=== block 1 ===
--- src/rtl/ddr5_sched_pkg.sv ---
// Shared types and address-field layout for the DDR5 request path.
// Widths here are the default build; modules derive offsets from their own parameters.
package ddr5_sched_pkg;

  localparam int BYTE_W   = 2;
  localparam int COL_LO_W = 4;
  localparam int COL_HI_W = 6;
  localparam int COL_W    = COL_LO_W + COL_HI_W;

  localparam int DEF_ROW_W = 16;
  localparam int DEF_BG_W  = 3;
  localparam int DEF_BA_W  = 2;
  localparam int DEF_CH_W  = 1;

  typedef enum logic [1:0] {
    OP_D_READ  = 2'd0,
    OP_WRITE   = 2'd1,
    OP_I_READ  = 2'd2,
    OP_ILLEGAL = 2'd3
  } op_e;

  // Field offsets, LSB first: byte_sel, col_low, ch, bg, bank, col_high, row.
  localparam int OFF_COL_LO = BYTE_W;
  localparam int OFF_CH     = OFF_COL_LO + COL_LO_W;

  function automatic int off_bg(input int ch_w);
    return OFF_CH + ch_w;
  endfunction

  function automatic int off_ba(input int ch_w, input int bg_w);
    return off_bg(ch_w) + bg_w;
  endfunction

  function automatic int off_col_hi(input int ch_w, input int bg_w, input int ba_w);
    return off_ba(ch_w, bg_w) + ba_w;
  endfunction

  function automatic int off_row(input int ch_w, input int bg_w, input int ba_w);
    return off_col_hi(ch_w, bg_w, ba_w) + COL_HI_W;
  endfunction

  typedef struct packed {
    logic [DEF_ROW_W-1:0] row;
    logic [COL_W-1:0]     col;
    logic [DEF_BA_W-1:0]  bank;
    logic [DEF_BG_W-1:0]  bg;
    logic [DEF_CH_W-1:0]  ch;
  } dec_addr_t;

  typedef struct packed {
    logic        valid;
    logic [63:0] cycle;
    logic [3:0]  core;
    op_e         op;
    dec_addr_t   addr;
  } queue_entry_t;

endpackage

--- src/rtl/ddr5_addr_decode.sv ---
// Combinational split of a byte address into row, column, bank, bank group and channel.
module ddr5_addr_decode
  import ddr5_sched_pkg::*;
#(
  parameter int ROW_W  = 16,
  parameter int BG_W   = 3,
  parameter int BA_W   = 2,
  parameter int CH_W   = 1,
  parameter int ADDR_W = ROW_W + BA_W + BG_W + CH_W + 12
) (
  input  logic [ADDR_W-1:0] addr_i,
  output logic [ROW_W-1:0]  row_o,
  output logic [COL_W-1:0]  col_o,
  output logic [BA_W-1:0]   bank_o,
  output logic [BG_W-1:0]   bg_o,
  output logic [CH_W-1:0]   ch_o
);

  localparam int BG_LSB     = off_bg(CH_W);
  localparam int BA_LSB     = off_ba(CH_W, BG_W);
  localparam int COL_HI_LSB = off_col_hi(CH_W, BG_W, BA_W);
  localparam int ROW_LSB    = off_row(CH_W, BG_W, BA_W);

  assign row_o  = addr_i[ROW_LSB +: ROW_W];
  assign col_o  = {addr_i[COL_HI_LSB +: COL_HI_W], addr_i[OFF_COL_LO +: COL_LO_W]};
  assign bank_o = addr_i[BA_LSB +: BA_W];
  assign bg_o   = addr_i[BG_LSB +: BG_W];
  assign ch_o   = addr_i[OFF_CH +: CH_W];

  logic unused_byte_sel;
  assign unused_byte_sel = ^addr_i[BYTE_W-1:0];

endmodule

--- src/rtl/ddr5_request_queue.sv ---
// Age-ordered request queue feeding the DDR5 scheduler; entries release once their CPU cycle arrives.
// Define DDR5_REQ_QUEUE_FRFCFS_EN for row-hit-first release with a starvation cap.
module ddr5_request_queue
  import ddr5_sched_pkg::*;
#(
  parameter int DEPTH   = 16,
  parameter int ROW_W   = 16,
  parameter int BG_W    = 3,
  parameter int BA_W    = 2,
  parameter int CH_W    = 1,
  parameter int AGE_MAX = 4,
  parameter int ADDR_W  = ROW_W + BA_W + BG_W + CH_W + 12
) (
  input  logic                   clock,
  input  logic                   reset_n,
  input  logic [63:0]            now_cycle,
  input  logic                   flush,
  input  logic                   in_valid,
  output logic                   in_ready,
  input  logic [63:0]            in_cycle,
  input  logic [3:0]             in_core,
  input  logic [1:0]             in_op,
  input  logic [ADDR_W-1:0]      in_addr,
  output logic                   out_valid,
  input  logic                   out_ready,
  output logic [ROW_W-1:0]       out_row,
  output logic [COL_W-1:0]       out_col,
  output logic [BA_W-1:0]        out_bank,
  output logic [BG_W-1:0]        out_bg,
  output logic [CH_W-1:0]        out_ch,
  output logic [1:0]             out_op,
  output logic [3:0]             out_core,
  output logic [63:0]            out_cycle,
  output logic [$clog2(DEPTH):0] count,
  output logic                   err_op
);

  localparam int IDX_W = $clog2(DEPTH);
  localparam int CNT_W = IDX_W + 1;

  typedef struct packed {
    logic             valid;
    logic [63:0]      cycle;
    logic [3:0]       core;
    op_e              op;
    logic [ROW_W-1:0] row;
    logic [COL_W-1:0] col;
    logic [BA_W-1:0]  bank;
    logic [BG_W-1:0]  bg;
    logic [CH_W-1:0]  ch;
  } entry_t;

  entry_t           q_q [DEPTH];
  entry_t           q_d [DEPTH];
  entry_t           new_entry, out_ent_q, out_ent_d;
  logic [CNT_W-1:0] count_q, count_d, tail;
  logic [IDX_W-1:0] out_sel_q, out_sel_d, sel_idx;
  logic             ready_q, out_valid_q, out_valid_d, err_op_q, err_op_d;
  logic             sel_found, push, push_store, pop;

  logic [ROW_W-1:0] dec_row;
  logic [COL_W-1:0] dec_col;
  logic [BA_W-1:0]  dec_bank;
  logic [BG_W-1:0]  dec_bg;
  logic [CH_W-1:0]  dec_ch;

  ddr5_addr_decode #(
    .ROW_W(ROW_W), .BG_W(BG_W), .BA_W(BA_W), .CH_W(CH_W), .ADDR_W(ADDR_W)
  ) u_decode (
    .addr_i(in_addr), .row_o(dec_row), .col_o(dec_col),
    .bank_o(dec_bank), .bg_o(dec_bg), .ch_o(dec_ch)
  );

  assign in_ready   = ready_q && (count_q < CNT_W'(DEPTH)) && !flush;
  assign push       = in_valid && in_ready;
  assign push_store = push && (in_op != OP_ILLEGAL);
  assign pop        = out_valid_q && out_ready && !flush;

  always_comb begin
    new_entry = '{valid: 1'b1, cycle: in_cycle, core: in_core, op: op_e'(in_op),
                  row: dec_row, col: dec_col, bank: dec_bank, bg: dec_bg, ch: dec_ch};
  end

`ifdef DDR5_REQ_QUEUE_FRFCFS_EN
  localparam int KEY_W = BG_W + BA_W;
  localparam int NB    = 1 << KEY_W;
  localparam int BYP_W = $clog2(AGE_MAX + 1);

  logic [NB-1:0]    open_valid_q, open_valid_d;
  logic [ROW_W-1:0] open_row_q [NB];
  logic [ROW_W-1:0] open_row_d [NB];
  logic [BYP_W-1:0] bypass_q, bypass_d;
  logic             oldest_found, hit_found, cur_hit, forced, upgrade;
  logic [IDX_W-1:0] oldest_idx, hit_idx;

  function automatic logic [KEY_W-1:0] key_of(input entry_t e);
    return {e.bg, e.bank};
  endfunction

  // Scanning from the tail down leaves the lowest (oldest) matching index.
  always_comb begin
    oldest_found = 1'b0;
    hit_found    = 1'b0;
    oldest_idx   = '0;
    hit_idx      = '0;
    for (int i = DEPTH - 1; i >= 0; i--) begin
      if (q_q[i].valid && (q_q[i].cycle <= now_cycle)) begin
        oldest_found = 1'b1;
        oldest_idx   = IDX_W'(i);
        if (open_valid_q[key_of(q_q[i])] && (open_row_q[key_of(q_q[i])] == q_q[i].row)) begin
          hit_found = 1'b1;
          hit_idx   = IDX_W'(i);
        end
      end
    end
    cur_hit   = open_valid_q[key_of(q_q[out_sel_q])] &&
                (open_row_q[key_of(q_q[out_sel_q])] == q_q[out_sel_q].row);
    forced    = (bypass_q == BYP_W'(AGE_MAX));
    upgrade   = hit_found && !cur_hit && !forced;
    sel_found = oldest_found;
    sel_idx   = (hit_found && !forced) ? hit_idx : oldest_idx;
  end

  always_comb begin
    open_valid_d = open_valid_q;
    open_row_d   = open_row_q;
    bypass_d     = bypass_q;
    if (flush) begin
      open_valid_d = '0;
      bypass_d     = '0;
    end else if (pop) begin
      open_valid_d[key_of(q_q[out_sel_q])] = 1'b1;
      open_row_d[key_of(q_q[out_sel_q])]   = q_q[out_sel_q].row;
      if (oldest_found && (out_sel_q == oldest_idx)) bypass_d = '0;
      else if (!forced)                                bypass_d = bypass_q + BYP_W'(1);
    end
  end

  always_ff @(posedge clock or negedge reset_n) begin
    if (!reset_n) begin
      open_valid_q <= '0;
      bypass_q     <= '0;
      for (int i = 0; i < NB; i++) open_row_q[i] <= '0;
    end else begin
      open_valid_q <= open_valid_d;
      open_row_q   <= open_row_d;
      bypass_q     <= bypass_d;
    end
  end
`else
  // An ineligible head blocks everything behind it.
  always_comb begin
    sel_found = q_q[0].valid && (q_q[0].cycle <= now_cycle);
    sel_idx   = '0;
  end

  logic [31:0] unused_age_max;
  assign unused_age_max = 32'(AGE_MAX);
`endif

  // NOTE: every always_comb output gets a default first so no path can infer a latch.
  always_comb begin
    q_d      = q_q;
    tail     = count_q;
    if (pop) begin
      for (int i = 0; i < DEPTH - 1; i++)
        if (IDX_W'(i) >= out_sel_q) q_d[i] = q_q[i+1];
      q_d[DEPTH-1] = '0;
      tail         = count_q - CNT_W'(1);
    end
    if (push_store) q_d[tail[IDX_W-1:0]] = new_entry;
    if (flush)
      for (int i = 0; i < DEPTH; i++) q_d[i] = '0;
    count_d  = flush ? '0 : count_q + CNT_W'(push_store) - CNT_W'(pop);
    err_op_d = push && (in_op == OP_ILLEGAL);
  end

  // A pop always leaves one idle cycle so the next choice sees the shifted queue.
  always_comb begin
    out_valid_d = out_valid_q;
    out_sel_d   = out_sel_q;
    out_ent_d   = out_ent_q;
    if (flush || pop) begin
      out_valid_d = 1'b0;
    end else if (!out_valid_q) begin
      out_valid_d = sel_found;
      out_sel_d   = sel_idx;
      out_ent_d   = q_q[sel_idx];
    end
`ifdef DDR5_REQ_QUEUE_FRFCFS_EN
    else if (upgrade) begin
      out_sel_d = hit_idx;
      out_ent_d = q_q[hit_idx];
    end
`endif
  end

  // NOTE: sequential state uses non-blocking assignments so every flop samples pre-edge values.
  always_ff @(posedge clock or negedge reset_n) begin
    if (!reset_n) begin
      // NOTE: the entry storage is reset too, so no X can reach the payload outputs.
      for (int i = 0; i < DEPTH; i++) q_q[i] <= '0;
      count_q     <= '0;
      ready_q     <= 1'b0;
      out_valid_q <= 1'b0;
      out_sel_q   <= '0;
      out_ent_q   <= '0;
      err_op_q    <= 1'b0;
    end else begin
      q_q         <= q_d;
      count_q     <= count_d;
      ready_q     <= 1'b1;
      out_valid_q <= out_valid_d;
      out_sel_q   <= out_sel_d;
      out_ent_q   <= out_ent_d;
      err_op_q    <= err_op_d;
    end
  end

  assign out_valid = out_valid_q;
  assign out_row   = out_ent_q.row;
  assign out_col   = out_ent_q.col;
  assign out_bank  = out_ent_q.bank;
  assign out_bg    = out_ent_q.bg;
  assign out_ch    = out_ent_q.ch;
  assign out_op    = out_ent_q.op;
  assign out_core  = out_ent_q.core;
  assign out_cycle = out_ent_q.cycle;
  assign count     = count_q;
  assign err_op    = err_op_q;

  logic unused_out_valid_bit;
  assign unused_out_valid_bit = out_ent_q.valid;

endmodule
--- config.mk ---
export PLATFORM = sky130hd
export DESIGN_NAME = ddr5_request_queue
export DESIGN_NICKNAME = d
export VERILOG_FILES = /design/src/rtl/ddr5_sched_pkg.sv /design/src/rtl/ddr5_addr_decode.sv /design/src/rtl/ddr5_request_queue.sv
export SDC_FILE = /design/constraint.sdc
export NUM_CORES = 2
export LEC_CHECK = 0
export ABC_AREA = 0
export CAP_MARGIN = 10
export CORE_MARGIN = 2
export CORE_UTILIZATION = 62
export CTS_CLUSTER_DIAMETER = 150
export DETAILED_ROUTE_END_ITERATION = 12
export PLACE_DENSITY = 0.79
export SLEW_MARGIN = 20
export SYNTH_ARGS = -nofsm -noshare
export SYNTH_HDL_FRONTEND = slang
export SYNTH_HIERARCHICAL = 1
export SYNTH_SLANG_ARGS = --single-unit
--- constraint.sdc ---
create_clock -name clock -period 3.3 [get_ports clock]
set_input_delay 0.495 -clock clock [delete_from_list [all_inputs] [get_ports clock]]
set_output_delay 0.495 -clock clock [all_outputs]
set_load 0.02 [all_outputs]
=== block 2 ===
### config.mk
export PLATFORM = sky130hd
export DESIGN_NAME = timing_generator
export DESIGN_NICKNAME = d
export VERILOG_FILES = /design/src/rtl/timing_generator.sv
export SDC_FILE = /design/constraint.sdc
export NUM_CORES = 1
export LEC_CHECK = 0
export CAP_MARGIN = 20
export CORE_AREA = 2 2 67 69
export DETAILED_ROUTE_END_ITERATION = 8
export DIE_AREA = 0 0 69 71
export SKIP_CTS_REPAIR_TIMING = 1
export SYNTH_ARGS = -nofsm -noshare
export SYNTH_HDL_FRONTEND = slang
export SYNTH_SLANG_ARGS = --single-unit
### constraint.sdc
create_clock -name SIM_CLK -period 4.4 [get_ports SIM_CLK]
set_clock_uncertainty 0.05 [all_clocks]
set_input_delay 1.1 -clock SIM_CLK [delete_from_list [all_inputs] [get_ports SIM_CLK]]
set_output_delay 1.1 -clock SIM_CLK [all_outputs]
set_load 0.05 [all_outputs]
### src/rtl/timing_generator.sv
`timescale 1ns/1ps
`default_nettype none
// ============================================================================
//  Module      : timing_generator
//  Description : Triple-redundant bit-time / phase-time sequencer. Counts
//                bit times B1..B14 inside phase times PH1..PH3, one step per
//                A1RP rising edge. Each of three state copies reloads from
//                the 2-of-3 voted state, so a single corrupted copy is
//                outvoted and repaired at the following advance.
//  Revision    : 1.0  initial release
// ============================================================================
module timing_generator (
    input  logic        SIM_CLK,
    input  logic        SIM_RST,
    input  logic        V1,
    input  logic        A1RP,
    input  logic        SYNC,
    input  logic [1:0]  FLT_INJ,
    output logic [13:0] BT,
    output logic [2:0]  PHT,
    output logic [3:0]  BCNT,
    output logic [1:0]  PCNT,
    output logic        CYC_STB,
    output logic        TMR_ERR
);

    localparam logic [3:0] c_bit_first = 4'd1;
    localparam logic [3:0] c_bit_last  = 4'd14;
    localparam logic [1:0] c_ph_first  = 2'd1;
    localparam logic [1:0] c_ph_last   = 2'd3;

    logic [3:0] r_bit [3];
    logic [1:0] r_ph  [3];
    logic       r_a1rp_d;
    logic       r_v1_d;

    logic       w_adv;
    logic [3:0] w_vbit;
    logic [1:0] w_vph;
    logic       w_valid;
    logic [3:0] w_nbit;
    logic [1:0] w_nph;
    logic       w_wrap;
    logic [3:0] w_dbit;
    logic [1:0] w_dph;
    logic [2:0] w_flt;
    logic       w_diff;

    // A level already high when supply returns must not look like an edge,
    // so the first clock after V1 comes back is never an advance.
    assign w_adv = V1 & r_v1_d & A1RP & ~r_a1rp_d;

    // Bitwise 2-of-3 majority of the state copies.
    assign w_vbit = (r_bit[0] & r_bit[1]) | (r_bit[0] & r_bit[2]) | (r_bit[1] & r_bit[2]);
    assign w_vph  = (r_ph[0]  & r_ph[1])  | (r_ph[0]  & r_ph[2])  | (r_ph[1]  & r_ph[2]);

    assign w_valid = (w_vbit >= c_bit_first) && (w_vbit <= c_bit_last) &&
                     (w_vph  >= c_ph_first);

    // Unreachable encodings are shown as B1/PH1 so the decodes stay one-hot.
    assign w_dbit = w_valid ? w_vbit : c_bit_first;
    assign w_dph  = w_valid ? w_vph  : c_ph_first;

    assign w_diff = (r_bit[0] != r_bit[1]) || (r_bit[0] != r_bit[2]) ||
                    (r_ph[0]  != r_ph[1])  || (r_ph[0]  != r_ph[2]);

    // Next voted state: realign, recover from bad encodings, or step.
    always_comb begin
        w_nbit = c_bit_first;
        w_nph  = c_ph_first;
        w_wrap = 1'b0;
        if (!SYNC && w_valid) begin
            if (w_vbit != c_bit_last) begin
                w_nbit = w_vbit + 4'd1;
                w_nph  = w_vph;
            end else if (w_vph == c_ph_last) begin
                w_wrap = 1'b1;
            end else begin
                w_nph = w_vph + 2'd1;
            end
        end
    end

    // Select which copy (if any) receives the corrupted bit-count LSB.
    always_comb begin
        w_flt = 3'b000;
        case (FLT_INJ)
            2'd1:    w_flt = 3'b001;
            2'd2:    w_flt = 3'b010;
            2'd3:    w_flt = 3'b100;
            default: w_flt = 3'b000;
        endcase
    end

    // Edge detector history and supply-return guard; frozen while V1 is low.
    always_ff @(posedge SIM_CLK) begin
        if (SIM_RST) begin
            r_a1rp_d <= 1'b0;
            r_v1_d   <= 1'b0;
        end else begin
            r_v1_d <= V1;
            if (V1) begin
                r_a1rp_d <= A1RP;
            end
        end
    end

    // Three state copies, all loaded from the voted next value.
    always_ff @(posedge SIM_CLK) begin
        if (SIM_RST) begin
            for (int i = 0; i < 3; i++) begin
                r_bit[i] <= c_bit_first;
                r_ph[i]  <= c_ph_first;
            end
        end else if (w_adv) begin
            for (int i = 0; i < 3; i++) begin
                r_bit[i] <= w_nbit ^ {3'b000, w_flt[i]};
                r_ph[i]  <= w_nph;
            end
        end
    end

    // Registered decodes of the voted state, cycle strobe and sticky error.
    always_ff @(posedge SIM_CLK) begin
        if (SIM_RST) begin
            BT      <= 14'h0001;
            PHT     <= 3'b001;
            BCNT    <= c_bit_first;
            PCNT    <= c_ph_first;
            CYC_STB <= 1'b0;
            TMR_ERR <= 1'b0;
        end else if (V1) begin
            BT      <= 14'd1 << (w_dbit - 4'd1);
            PHT     <= 3'd1 << (w_dph - 2'd1);
            BCNT    <= w_dbit;
            PCNT    <= w_dph;
            CYC_STB <= w_adv & w_wrap;
            TMR_ERR <= TMR_ERR | w_diff;
        end else begin
            CYC_STB <= 1'b0;
        end
    end

endmodule
`default_nettype wire

=== block 3 ===
[config.mk]
export PLATFORM = sky130hd
export DESIGN_NAME = tone_channel
export DESIGN_NICKNAME = d
export VERILOG_FILES = /design/src/rtl/tonegen_pkg.sv /design/src/rtl/tick_sync.sv /design/src/rtl/tone_channel.sv
export SDC_FILE = /design/constraint.sdc
export NUM_CORES = 1
export LEC_CHECK = 0
export CAP_MARGIN = 15
export CORE_UTILIZATION = 25
export DETAILED_ROUTE_END_ITERATION = 8
export PLACE_DENSITY = 0.42
export SKIP_LAST_GASP = 1
export SYNTH_ARGS = -nofsm -noshare
export SYNTH_HDL_FRONTEND = slang
export SYNTH_SLANG_ARGS = --single-unit
export TNS_END_PERCENT = 50
[constraint.sdc]
create_clock -name clk -period 3.4 [get_ports clk]
set_input_delay 0.68 -clock clk [delete_from_list [all_inputs] [get_ports clk]]
set_output_delay 0.68 -clock clk [all_outputs]
set_load 0.02 [all_outputs]
[src/rtl/tonegen_pkg.sv]
// tonegen_pkg
// Shared definitions for the tone generator voices.
//   - Envelope state encodings (IDLE=0, ATTACK=1, SUSTAIN=2, RELEASE=3)
//     and the enum type built from them.
//   - VOL_MAX: the largest amplitude the output mixer accepts.
package tonegen_pkg;

  localparam logic [1:0] ENV_IDLE    = 2'd0;
  localparam logic [1:0] ENV_ATTACK  = 2'd1;
  localparam logic [1:0] ENV_SUSTAIN = 2'd2;
  localparam logic [1:0] ENV_RELEASE = 2'd3;

  typedef enum logic [1:0] {
    IDLE    = ENV_IDLE,
    ATTACK  = ENV_ATTACK,
    SUSTAIN = ENV_SUSTAIN,
    RELEASE = ENV_RELEASE
  } env_state_t;

  localparam int unsigned VOL_MAX = 15;

endpackage

[src/rtl/tick_sync.sv]
// tick_sync
// Brings the scaler's divided clock into the system clock domain as plain
// data and turns every rising edge of it into a single-cycle tick pulse.
// Ports:
//   clk      in   system clock
//   rst      in   asynchronous reset, active low
//   en       in   synchronous clear of the synchronizer when low
//   tick_clk in   divided clock from the scaler (data, not a clock)
//   tick     out  one clk cycle high per tick_clk rising edge
module tick_sync (
  input  logic clk,
  input  logic rst,
  input  logic en,
  input  logic tick_clk,
  output logic tick
);

  logic s1;
  logic s2;
  logic s3;

  // s1/s2 form the metastability synchronizer; s3 holds the previous
  // synchronized value so a 0->1 step between s3 and s2 marks an edge.
  // Clearing all three while disabled keeps tick quiet until re-enabled.
  always_ff @(posedge clk or negedge rst) begin
    if (!rst) begin
      s1 <= 1'b0;
      s2 <= 1'b0;
      s3 <= 1'b0;
    end else if (!en) begin
      s1 <= 1'b0;
      s2 <= 1'b0;
      s3 <= 1'b0;
    end else begin
      s1 <= tick_clk;
      s2 <= s1;
      s3 <= s2;
    end
  end

  assign tick = s2 & ~s3;

endmodule

[src/rtl/tone_channel.sv]
// tone_channel
// One voice of the tone generator: a square-wave oscillator and an
// attack/sustain/release volume envelope, both stepped by ticks derived
// from the scaler's divided clock.
// Ports:
//   clk           in   system clock
//   rst           in   asynchronous reset, active low
//   en            in   channel enable, low clears all state synchronously
//   tick_clk      in   divided clock from the scaler (rising edges used)
//   period        in   square half-period in ticks, 0 = silent
//   gate          in   note held
//   attack_rate   in   ticks per attack step minus 1
//   release_rate  in   ticks per release step minus 1
//   sustain_level in   attack target and sustain volume
//   square        out  oscillator output
//   volume        out  envelope level
//   sample        out  square ? volume : 0
//   busy          out  envelope not idle
module tone_channel
  import tonegen_pkg::*;
#(
  parameter int FREQ_W = 12,
  parameter int ENV_W  = 8,
  parameter int VOL_W  = 4
) (
  input  logic              clk,
  input  logic              rst,
  input  logic              en,
  input  logic              tick_clk,
  input  logic [FREQ_W-1:0] period,
  input  logic              gate,
  input  logic [ENV_W-1:0]  attack_rate,
  input  logic [ENV_W-1:0]  release_rate,
  input  logic [VOL_W-1:0]  sustain_level,
  output logic              square,
  output logic [VOL_W-1:0]  volume,
  output logic [VOL_W-1:0]  sample,
  output logic              busy
);

  // The mixer never sees more than VOL_MAX; with the default 4-bit volume
  // this clamp is a no-op, it only matters for wider VOL_W builds.
  localparam logic [VOL_W-1:0] VOL_LIMIT = VOL_W'(VOL_MAX);

  logic              tick;
  logic [FREQ_W-1:0] ph;
  logic [ENV_W-1:0]  ec;
  logic [ENV_W-1:0]  ec_d;
  logic [VOL_W-1:0]  vol_d;
  logic [VOL_W-1:0]  attack_target;
  env_state_t        env_state;
  env_state_t        state_d;

  tick_sync u_sync (
    .clk      (clk),
    .rst      (rst),
    .en       (en),
    .tick_clk (tick_clk),
    .tick     (tick)
  );

  assign attack_target = (sustain_level > VOL_LIMIT) ? VOL_LIMIT : sustain_level;

  // Oscillator: count ticks up to period-1, then wrap and flip the output.
  // The >= compare lets a shortened period take effect on the very next
  // tick instead of counting all the way around the counter.
  always_ff @(posedge clk or negedge rst) begin
    if (!rst) begin
      ph     <= '0;
      square <= 1'b0;
    end else if (!en) begin
      ph     <= '0;
      square <= 1'b0;
    end else if (tick) begin
      if (period == '0) begin
        ph     <= '0;
        square <= 1'b0;
      end else if (ph >= period - FREQ_W'(1)) begin
        ph     <= '0;
        square <= ~square;
      end else begin
        ph <= ph + FREQ_W'(1);
      end
    end
  end

  // Envelope next-state logic. Nothing moves between ticks; gate is only
  // looked at on a tick. Release checks whether the decremented volume
  // lands on zero so it reaches IDLE on that same tick.
  always_comb begin
    state_d = env_state;
    ec_d    = ec;
    vol_d   = volume;
    if (tick) begin
      case (env_state)
        IDLE: begin
          vol_d = '0;
          if (gate) begin
            state_d = ATTACK;
            ec_d    = '0;
          end
        end
        ATTACK: begin
          if (!gate) begin
            state_d = RELEASE;
            ec_d    = '0;
          end else if (volume >= attack_target) begin
            vol_d   = attack_target;
            state_d = SUSTAIN;
          end else if (ec >= attack_rate) begin
            ec_d  = '0;
            vol_d = volume + VOL_W'(1);
          end else begin
            ec_d = ec + ENV_W'(1);
          end
        end
        SUSTAIN: begin
          if (!gate) begin
            state_d = RELEASE;
            ec_d    = '0;
          end else begin
            vol_d = attack_target;
          end
        end
        RELEASE: begin
          if (gate) begin
            state_d = ATTACK;
            ec_d    = '0;
          end else if (volume == '0) begin
            state_d = IDLE;
          end else if (ec >= release_rate) begin
            ec_d  = '0;
            vol_d = volume - VOL_W'(1);
            if (volume == VOL_W'(1)) begin
              state_d = IDLE;
            end
          end else begin
            ec_d = ec + ENV_W'(1);
          end
        end
        default: begin
          state_d = IDLE;
        end
      endcase
    end
  end

  // Envelope registers; disabling the channel drops straight back to a
  // silent IDLE without running a release.
  always_ff @(posedge clk or negedge rst) begin
    if (!rst) begin
      env_state <= IDLE;
      ec        <= '0;
      volume    <= '0;
    end else if (!en) begin
      env_state <= IDLE;
      ec        <= '0;
      volume    <= '0;
    end else begin
      env_state <= state_d;
      ec        <= ec_d;
      volume    <= vol_d;
    end
  end

  assign sample = square ? volume : '0;
  assign busy   = (env_state != IDLE);

endmodule
=== block 4 ===
## config.mk

```make
export PLATFORM = sky130hd
export DESIGN_NAME = multicycle_ctrl
export DESIGN_NICKNAME = d
export VERILOG_FILES = /design/src/rtl/multicycle_ctrl.sv
export SDC_FILE = /design/constraint.sdc
export NUM_CORES = 1
export LEC_CHECK = 0
export CAP_MARGIN = 30
export CELL_PAD_IN_SITES_DETAIL_PLACEMENT = 1
export CELL_PAD_IN_SITES_GLOBAL_PLACEMENT = 1
export CORE_MARGIN = 4
export CORE_UTILIZATION = 36
export CTS_CLUSTER_SIZE = 16
export DETAILED_ROUTE_END_ITERATION = 8
export GPL_TIMING_DRIVEN = 0
export HOLD_SLACK_MARGIN = 0.12
export MAX_ROUTING_LAYER = met4
export PLACE_DENSITY_LB_ADDON = 0.12
export SYNTH_ARGS = -nofsm -noshare
export SYNTH_HDL_FRONTEND = slang
export SYNTH_SLANG_ARGS = --single-unit
```

## constraint.sdc

```tcl
create_clock -name clk -period 3.9 [get_ports clk]
set_clock_uncertainty 0.15 [all_clocks]
set_input_delay 0.585 -clock clk [delete_from_list [all_inputs] [get_ports clk]]
set_output_delay 0.585 -clock clk [all_outputs]
set_load 0.02 [all_outputs]
```

## src/rtl/multicycle_ctrl.sv

```systemverilog
// multicycle_ctrl: multi-cycle control unit for the RV32 core.
// Steps each instruction through FETCH/DECODE/EXEC/MEM/WB. It uses ready handshakes to
// instruction and data memory and drives the datapath controls.
//
// Ports
//   clk, rst                    clock, synchronous active-high reset
//   opcode_in/funct3_in/funct7_in  instruction register fields
//   imem_ready, dmem_ready      memory handshakes (Mealy inputs)
//   imem_req, ir_write          fetch request / IR latch strobe
//   mem_read, mem_write         data memory requests
//   alu_src_mux (1b)            0 = register, 1 = immediate
//   alu_op (4b)                 AND 0000, OR 0001, ADD 0010, SUB 0110
//   reg_write, reg_src_mux (1b) writeback enable / source (0 = ALU, 1 = memory)
//   branch_ctrl, branch_inv     branch enable / branch on "not zero"
//   pc_advance                  PC update strobe, also the retire strobe
//   illegal_instr, bus_error    sticky traps, cleared only by rst
//   retire_count                retired instruction count, wraps
module multicycle_ctrl #(
    parameter bit          ENABLE_IMM_ALU = 1'b1,
    parameter bit          ENABLE_BNE     = 1'b1,
    parameter int unsigned MEM_TIMEOUT    = 16,
    parameter int unsigned CNT_W          = 32
) (
    input  logic             clk,
    input  logic             rst,
    input  logic [6:0]       opcode_in,
    input  logic [2:0]       funct3_in,
    input  logic [6:0]       funct7_in,
    input  logic             imem_ready,
    input  logic             dmem_ready,
    output logic             imem_req,
    output logic             ir_write,
    output logic             mem_read,
    output logic             mem_write,
    output logic             alu_src_mux,
    output logic [3:0]       alu_op,
    output logic             reg_write,
    output logic             reg_src_mux,
    output logic             branch_ctrl,
    output logic             branch_inv,
    output logic             pc_advance,
    output logic             illegal_instr,
    output logic             bus_error,
    output logic [CNT_W-1:0] retire_count
);

    localparam logic       ALU_SRC_REG = 1'b0;
    localparam logic       ALU_SRC_IMM = 1'b1;
    localparam logic [3:0] OP_AND      = 4'b0000;
    localparam logic [3:0] OP_OR       = 4'b0001;
    localparam logic [3:0] OP_ADD      = 4'b0010;
    localparam logic [3:0] OP_SUB      = 4'b0110;
    localparam logic       REG_SRC_ALU = 1'b0;
    localparam logic       REG_SRC_MEM = 1'b1;

    localparam int unsigned TmoW = (MEM_TIMEOUT > 0) ? $clog2(MEM_TIMEOUT + 1) : 1;

    typedef enum logic [2:0] {StFetch, StDecode, StExec, StMem, StWb, StTrap} state_e;
    typedef enum logic [3:0] {
        ClsAdd, ClsSub, ClsAnd, ClsOr, ClsAddi, ClsAndi, ClsOri, ClsLd, ClsSd, ClsBeq, ClsBne
    } cls_e;

    state_e            state_q, state_d;
    cls_e              cls_q, cls_d, dec_cls;
    logic              dec_ok;
    logic [TmoW-1:0]   tmo_q, tmo_d;
    logic              tmo_hit, waiting;
    logic              illegal_q, illegal_set;
    logic              bus_q, bus_set;
    logic [CNT_W-1:0]  retire_q;

    function automatic logic [3:0] op_of(cls_e c);
        case (c)
            ClsAdd, ClsAddi, ClsLd, ClsSd: op_of = OP_ADD;
            ClsSub, ClsBeq, ClsBne:        op_of = OP_SUB;
            ClsOr, ClsOri:                 op_of = OP_OR;
            default:                       op_of = OP_AND;
        endcase
    endfunction

    function automatic logic imm_of(cls_e c);
        imm_of = (c == ClsAddi) || (c == ClsAndi) || (c == ClsOri) || (c == ClsLd) ||
                 (c == ClsSd);
    endfunction

    // Instruction classification from the IR fields; only consumed in DECODE.
    always_comb begin
        dec_cls = ClsAdd;
        dec_ok  = 1'b0;
        case (opcode_in)
            7'b0110011: begin
                if (funct3_in == 3'b000 && funct7_in == 7'b0000000) begin
                    dec_cls = ClsAdd; dec_ok = 1'b1;
                end else if (funct3_in == 3'b000 && funct7_in == 7'b0100000) begin
                    dec_cls = ClsSub; dec_ok = 1'b1;
                end else if (funct3_in == 3'b111 && funct7_in == 7'b0000000) begin
                    dec_cls = ClsAnd; dec_ok = 1'b1;
                end else if (funct3_in == 3'b110 && funct7_in == 7'b0000000) begin
                    dec_cls = ClsOr; dec_ok = 1'b1;
                end
            end
            7'b0010011: begin
                if (ENABLE_IMM_ALU) begin
                    case (funct3_in)
                        3'b000:  begin dec_cls = ClsAddi; dec_ok = 1'b1; end
                        3'b111:  begin dec_cls = ClsAndi; dec_ok = 1'b1; end
                        3'b110:  begin dec_cls = ClsOri;  dec_ok = 1'b1; end
                        default: ;
                    endcase
                end
            end
            7'b0000011: begin dec_cls = ClsLd; dec_ok = 1'b1; end
            7'b0100011: begin dec_cls = ClsSd; dec_ok = 1'b1; end
            7'b1100011: begin
                if (funct3_in == 3'b000) begin
                    dec_cls = ClsBeq; dec_ok = 1'b1;
                end else if (funct3_in == 3'b001 && ENABLE_BNE) begin
                    dec_cls = ClsBne; dec_ok = 1'b1;
                end
            end
            default: ;
        endcase
    end

    // Counter is compared against the limit before the request is driven, so the request
    // drops in the very cycle the limit is reached.
    assign tmo_hit = (MEM_TIMEOUT != 0) && (tmo_q == TmoW'(MEM_TIMEOUT));
    assign waiting = ((state_q == StFetch) && !imem_ready) || ((state_q == StMem) && !dmem_ready);

    always_ff @(posedge clk) begin
        if (rst) begin
            state_q   <= StFetch;
            cls_q     <= ClsAdd;
            tmo_q     <= '0;
            illegal_q <= 1'b0;
            bus_q     <= 1'b0;
            retire_q  <= '0;
        end else begin
            state_q   <= state_d;
            cls_q     <= cls_d;
            tmo_q     <= tmo_d;
            illegal_q <= illegal_q | illegal_set;
            bus_q     <= bus_q | bus_set;
            if (pc_advance) retire_q <= retire_q + CNT_W'(1);
        end
    end

    always_comb begin
        state_d     = state_q;
        cls_d       = cls_q;
        illegal_set = 1'b0;
        bus_set     = 1'b0;
        case (state_q)
            StFetch: begin
                if (tmo_hit) begin
                    state_d = StTrap; bus_set = 1'b1;
                end else if (imem_ready) begin
                    state_d = StDecode;
                end
            end
            StDecode: begin
                if (dec_ok) begin
                    cls_d = dec_cls; state_d = StExec;
                end else begin
                    illegal_set = 1'b1; state_d = StTrap;
                end
            end
            StExec: begin
                if (cls_q == ClsBeq || cls_q == ClsBne)     state_d = StFetch;
                else if (cls_q == ClsLd || cls_q == ClsSd) state_d = StMem;
                else                                        state_d = StWb;
            end
            StMem: begin
                if (tmo_hit) begin
                    state_d = StTrap; bus_set = 1'b1;
                end else if (dmem_ready) begin
                    state_d = (cls_q == ClsLd) ? StWb : StFetch;
                end
            end
            StWb:    state_d = StFetch;
            StTrap:  state_d = StTrap;
            default: state_d = StFetch;
        endcase
        // Any state change restarts the wait counter.
        if (state_d != state_q)          tmo_d = '0;
        else if (waiting && !tmo_hit)    tmo_d = tmo_q + TmoW'(1);
        else                             tmo_d = tmo_q;
    end

    // Outputs are held at defaults during the reset cycle so in-flight requests drop.
    always_comb begin
        imem_req    = 1'b0;
        ir_write    = 1'b0;
        mem_read    = 1'b0;
        mem_write   = 1'b0;
        alu_src_mux = ALU_SRC_REG;
        alu_op      = OP_AND;
        reg_write   = 1'b0;
        reg_src_mux = REG_SRC_ALU;
        branch_ctrl = 1'b0;
        branch_inv  = 1'b0;
        pc_advance  = 1'b0;
        if (!rst) begin
            case (state_q)
                StFetch: begin
                    imem_req = !tmo_hit;
                    ir_write = imem_ready && !tmo_hit;
                end
                StExec: begin
                    alu_op      = op_of(cls_q);
                    alu_src_mux = imm_of(cls_q);
                    if (cls_q == ClsBeq || cls_q == ClsBne) begin
                        branch_ctrl = 1'b1;
                        branch_inv  = (cls_q == ClsBne);
                        pc_advance  = 1'b1;
                    end
                end
                StMem: begin
                    alu_src_mux = ALU_SRC_IMM;
                    alu_op      = OP_ADD;
                    if (!tmo_hit) begin
                        mem_read   = (cls_q == ClsLd);
                        mem_write  = (cls_q == ClsSd);
                        pc_advance = (cls_q == ClsSd) && dmem_ready;
                    end
                end
                StWb: begin
                    reg_write   = 1'b1;
                    pc_advance  = 1'b1;
                    alu_op      = op_of(cls_q);
                    alu_src_mux = imm_of(cls_q);
                    reg_src_mux = (cls_q == ClsLd) ? REG_SRC_MEM : REG_SRC_ALU;
                end
                default: ;
            endcase
        end
    end

    assign illegal_instr = illegal_q;
    assign bus_error     = bus_q;
    assign retire_count  = retire_q;

endmodule

```

Block 4, met3 routing:
(3 px per um) Cells faint in the background.
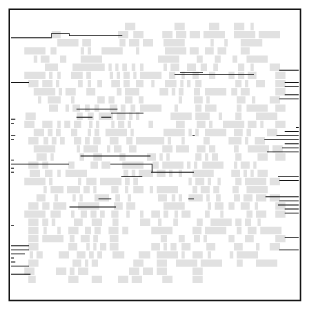
nets with wire on the layer: 47
main direction: horizontal
longest straight run: 26.2 um
wire length on this layer: 371 um
share of all routed wire: 4.6%

Block 4, track usage over the die:
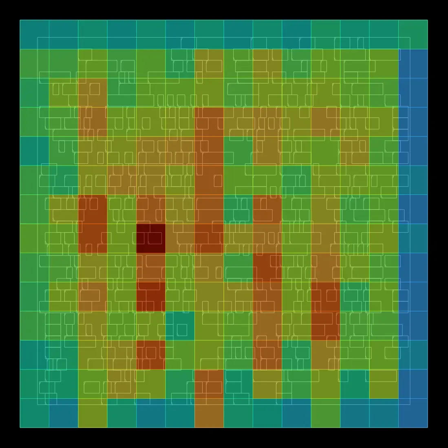
met1 demand-to-capacity share in global routing: 21.9%
overall fraction of global-route tracks in use: 17.6%
met2 layer usage reported by global route: 29.8%
most utilized layer in the global route result: met2

==> flow_metrics.tcl, block 4 <==
# collected from the flow reports
set metrics [dict create \
    timing.critical_path.buf_inv 1 \
    placed_cells_incl_taps 518 \
    ys_cells 348 \
    worst_slew_margin_rel_pct 38.5 \
    postSynth.topFlopCell "sky130_fd_sc_hd__dfxtp_1" \
    inverters 16 \
    p_int_uw 746 \
    vias 2800 \
    post_drt_via_cell_ratio 5.32 \
    status "complete, no violations" \
    power.share.switching_pct 25.0 \
    netlist-cell-type-count 54 \
    post_synth_edffs 0 \
    slowest_delay_ns 0.69 \
    period_utilization_pct 96.5 \
    final_hold_viol_count 0 \
    layout.core_utilization_pct 48.7 \
    ys_sh_xor_pct 11.2 \
    fin_tns_setup_ns 0 \
    comb_power_share_pct 10.8 \
    seq_area_share_pct 26.2 \
    num_antenna_cells 0 \
    gr-total-overflow 0 \
    vdd_drop_max_v 0.000135 \
    reg2reg_to "retire_count[26]" \
    synthTopCellsByCount "sky130_fd_sc_hd__nor2_1 (61), sky130_fd_sc_hd__dfxtp_1 (49), sky130_fd_sc_hd__xor2_1 (29)" \
    synth_seq_share_pct 34.7 \
    synth_instances 348 \
    rsz_0062_raised_after_global_routing "false" \
    mux_area_share_pct 1.42 \
    sequential_cell_total 49 \
    wl_met2_um 3990 \
    power.leakage_nw 1.35 \
    floorplan.core_util_pct 36.8 \
    synth.cellmix.simpleShare_pct 32.2 \
    yosys-top-cells-area "sky130_fd_sc_hd__dfxtp_1 (35%), sky130_fd_sc_hd__xor2_1 (9.0%), sky130_fd_sc_hd__nor2_1 (8.1%)" \
    fmax_mhz 266 \
    regToRegStartpoint "cls_q[3]" \
    port_buffers 67 \
    clock.latency.late_pin_ns 0.31 \
    cts_inserted_buffers 5 \
    power_top_consumer "sequential cells" \
]
Block 3, clock wires, drivers and flops:
(3 px per um)
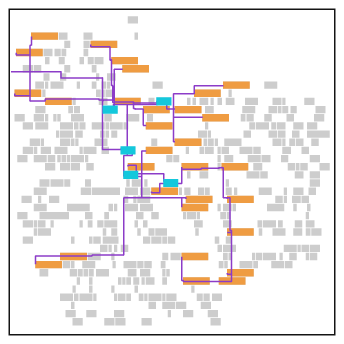
legend:
  clock-net drivers:
    colour: cyan
    count: 5
  clock wires:
    colour: purple
    length: 518 um
  flip-flops:
    colour: orange
    count: 30
routed clock nets: 6

==> flow_metrics.tcl, block 3 <==
# collected from the flow reports
set metrics [dict create \
    die-area_um2 11700 \
    power_density_nw_per_um2 367 \
    final_period_demand_of_the_worst_path_ns 3.22 \
    floorplan.core_util_pct 25.8 \
    ys_sh_xor_pct 6.24 \
    end_kind "flip-flop" \
    post-cts-setup-buffers 0 \
    timing.critical_path.buf_inv 2 \
    vdd_drop_max_v 0.000160 \
    timing.hold.worst.class "reg -> reg" \
    grt_pass1_vias 2517 \
    min_to "u_sync.s2" \
    holdBufCountCts 0 \
    total_power_mw 1.34 \
    slowest_delay_ns 0.46 \
    synth_seq_share_pct 26.7 \
    worst_slew_margin_rel_pct 65.1 \
    clock-skew-final_ns 0.00472 \
    clock-sinks 30 \
    stdcell_area_um2 3660 \
    hp-start "u_sync.s1" \
    drcViolationCount 0 \
    worst-setup-path-type "in -> reg" \
    timing.critical_path.depth 13 \
    netlist-cell-type-count 54 \
    nonClockBufferCount 66 \
    worstSetupStartpoint "period[5]" \
    clock_tree.htree_level_count 2 \
    yosys_warnings 0 \
    p_int_uw 813 \
    detailroute.wirelength.met3_um 270 \
    clkPwrFrac_pct 20.5 \
    grt_start_max_net_pins 31 \
    status "complete, no violations" \
    period_utilization_pct 94.7 \
    floorplan.rows 38 \
    postRouteWirelength_um 7160 \
    slowest_stage_cell_cp "sky130_fd_sc_hd__clkdlybuf4s50_1" \
    synth.comb.largest_family "AND-OR/OR-AND gates" \
    comb_cell_power_uw 629 \
    wl_per_cell_um 13.4 \
]
Block 2, met3 routing:
(4 px per um) Cells faint in the background.
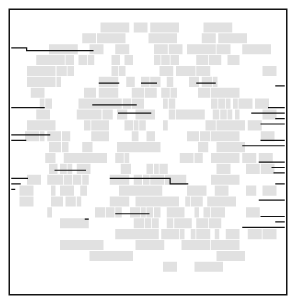
main direction: horizontal
wire length on this layer: 194 um
share of all routed wire: 5.4%
longest straight run: 16.6 um

==> flow_metrics.tcl, block 2 <==
# collected from the flow reports
set metrics [dict create \
    status "complete, no violations" \
    grt_pass1_wl_um 6070 \
    slowest_delay_ns 0.90 \
    synth_instances 164 \
    synth_seq_share_pct 48.2 \
    global_route.peak_usage_layer "met2" \
    clkPwrFrac_pct 37.9 \
    min_to "TMR_ERR" \
    period_utilization_pct 70.8 \
    timing.critical_path.depth 5 \
    grt_pass1_vias 1324 \
    postRouteWirelength_um 3610 \
    sequential_cell_total 35 \
    final_hold_viol_count 0 \
    crit_end "r_ph[0][4]" \
    mostFrequentLayoutCells "sky130_fd_sc_hd__clkdlybuf4s50_1 (31), sky130_fd_sc_hd__dfxtp_1 (27), sky130_fd_sc_hd__a21oi_1 (11)" \
    worstPathCellList "clkdlybuf4s50_1, nand2b_1, inv_1, nand3_1, or4_1" \
    postSynth.topFlopCell "sky130_fd_sc_hd__dfxtp_1" \
    non_clock_buffer_area_share_pct 15.7 \
    synth.top_cell.area_share_pct 33.4 \
    p_int_uw 504 \
    gr-usage-met1_pct 18.6 \
    gr-total-overflow 0 \
    first_pass_iters 4 \
    area_delta_synth_final_pct 28.2 \
    floorplan.core_util_pct 38.5 \
    synth.comb.largest_family "simple AND/OR/NAND/NOR gates" \
]
Block 1, clock wires, drivers and flops:
(1 px per um)
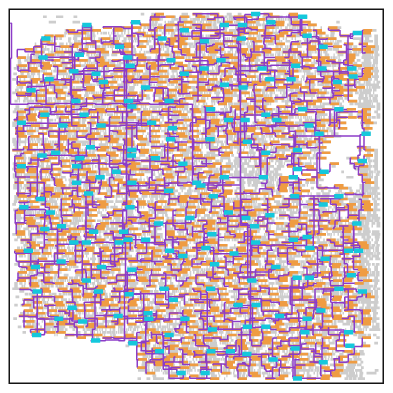
legend:
  clock wires:
    colour: purple
    length: 20.4 mm
  flip-flops:
    colour: orange
    count: 1758
  clock-net drivers:
    colour: cyan
    count: 178
routed clock nets: 179

Block 1, met3 routing:
(1 px per um) Cells faint in the background.
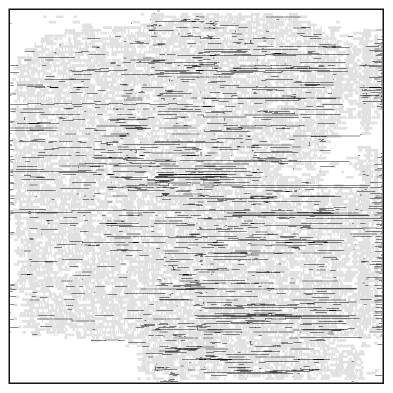
main direction: horizontal
share of all routed wire: 9.1%
wire length on this layer: 19600 um
nets with wire on the layer: 804

==> flow_metrics.tcl, block 1 <==
# collected from the flow reports
set metrics [dict create \
    regArea_um2 44000 \
    final_layout_size_suffix_gt1_share_pct 6.46 \
    status "complete, no violations" \
    post_cts_resized 0 \
    slowest_stage_cell_cp "sky130_fd_sc_hd__xnor2_2" \
    global_route.peak_usage_layer "met1" \
    critPathLaunchType "flip-flop" \
    cap_violations 0 \
    clock-skew-final_ns 0.0184 \
    routedLengthMet1_um 96800 \
    grt.total_usage_pct 30.7 \
    logic_gate_count 6806 \
    topRoutingLayerUsed "met5" \
    worst_margin_slew_ns 1.20 \
    clock-sinks 1758 \
    area_delta_synth_final_pct 10.7 \
    wl_per_cell_um 19.2 \
    clock_power_mw 20.7 \
    synth_seq_share_pct 52.2 \
    io_pins 283 \
    power_density_nw_per_um2 497 \
]

==> screenshots <==
Wiring by layer.
shot_01.png
(4 px per um)
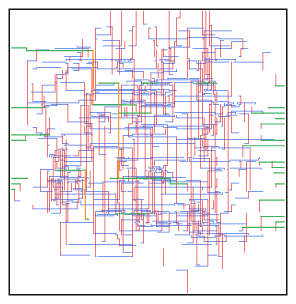
shot_02.png
(3 px per um)
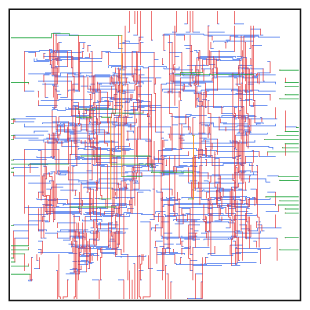
shot_03.png
(1 px per um)
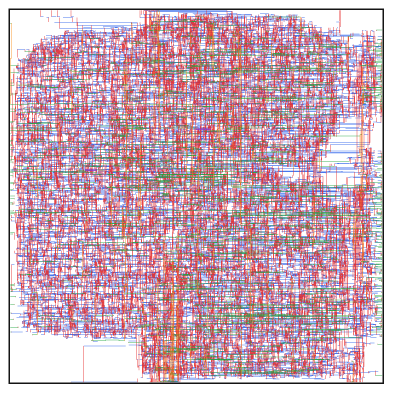
shot_04.png
(2 px per um)
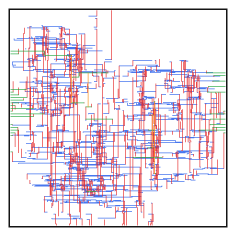
Block 1 is shot_03.png.
Block 4 is shot_02.png.
Block 2 is shot_01.png.
Block 3 is shot_04.png.
Of these, most wire: shot_03.png
Of these, least wire: shot_01.png



==> screenshots <==
Track usage over the die.
image #1
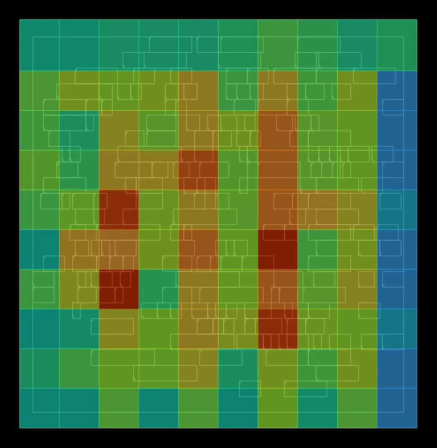
image #2
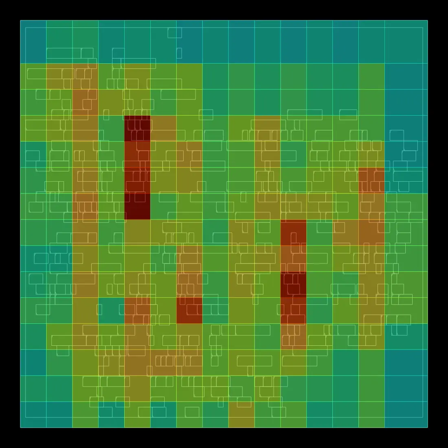
image #3
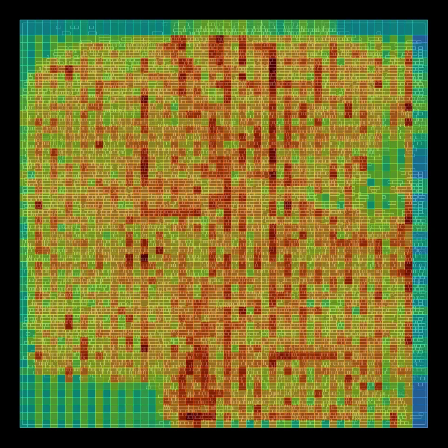
The one with the most wire per cell is image #3.
block 3: image #2
block 2: image #1
block 1: image #3


==> notes/layouts.md <==
Pictures saved along the way, in no particular order.

Register map, names as in the netlist.
picture 1
(2 px per um) Other sequential cells in the stronger grey, the rest of the logic in the fainter grey.
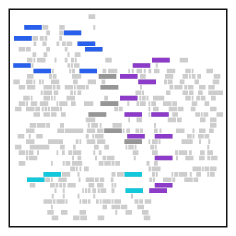
picture 2
(3 px per um) Other sequential cells in the stronger grey, the rest of the logic in the fainter grey.
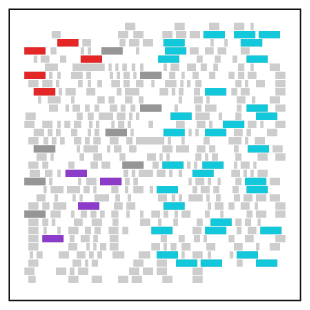
picture 3
(4 px per um) Other sequential cells in the stronger grey, the rest of the logic in the fainter grey.
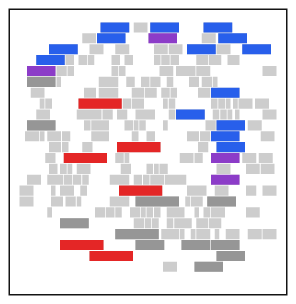
picture 4
(1 px per um) Other sequential cells in the stronger grey, the rest of the logic in the fainter grey.
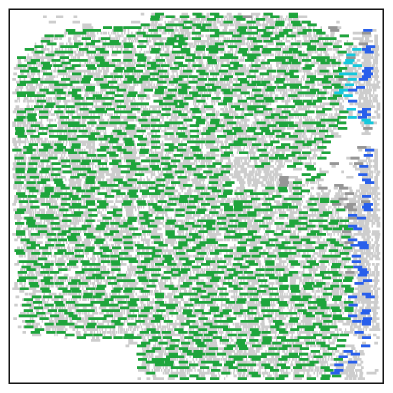
Of these, most cells: picture 4
block 4: picture 2
block 3: picture 1
block 2: picture 3
block 1: picture 4

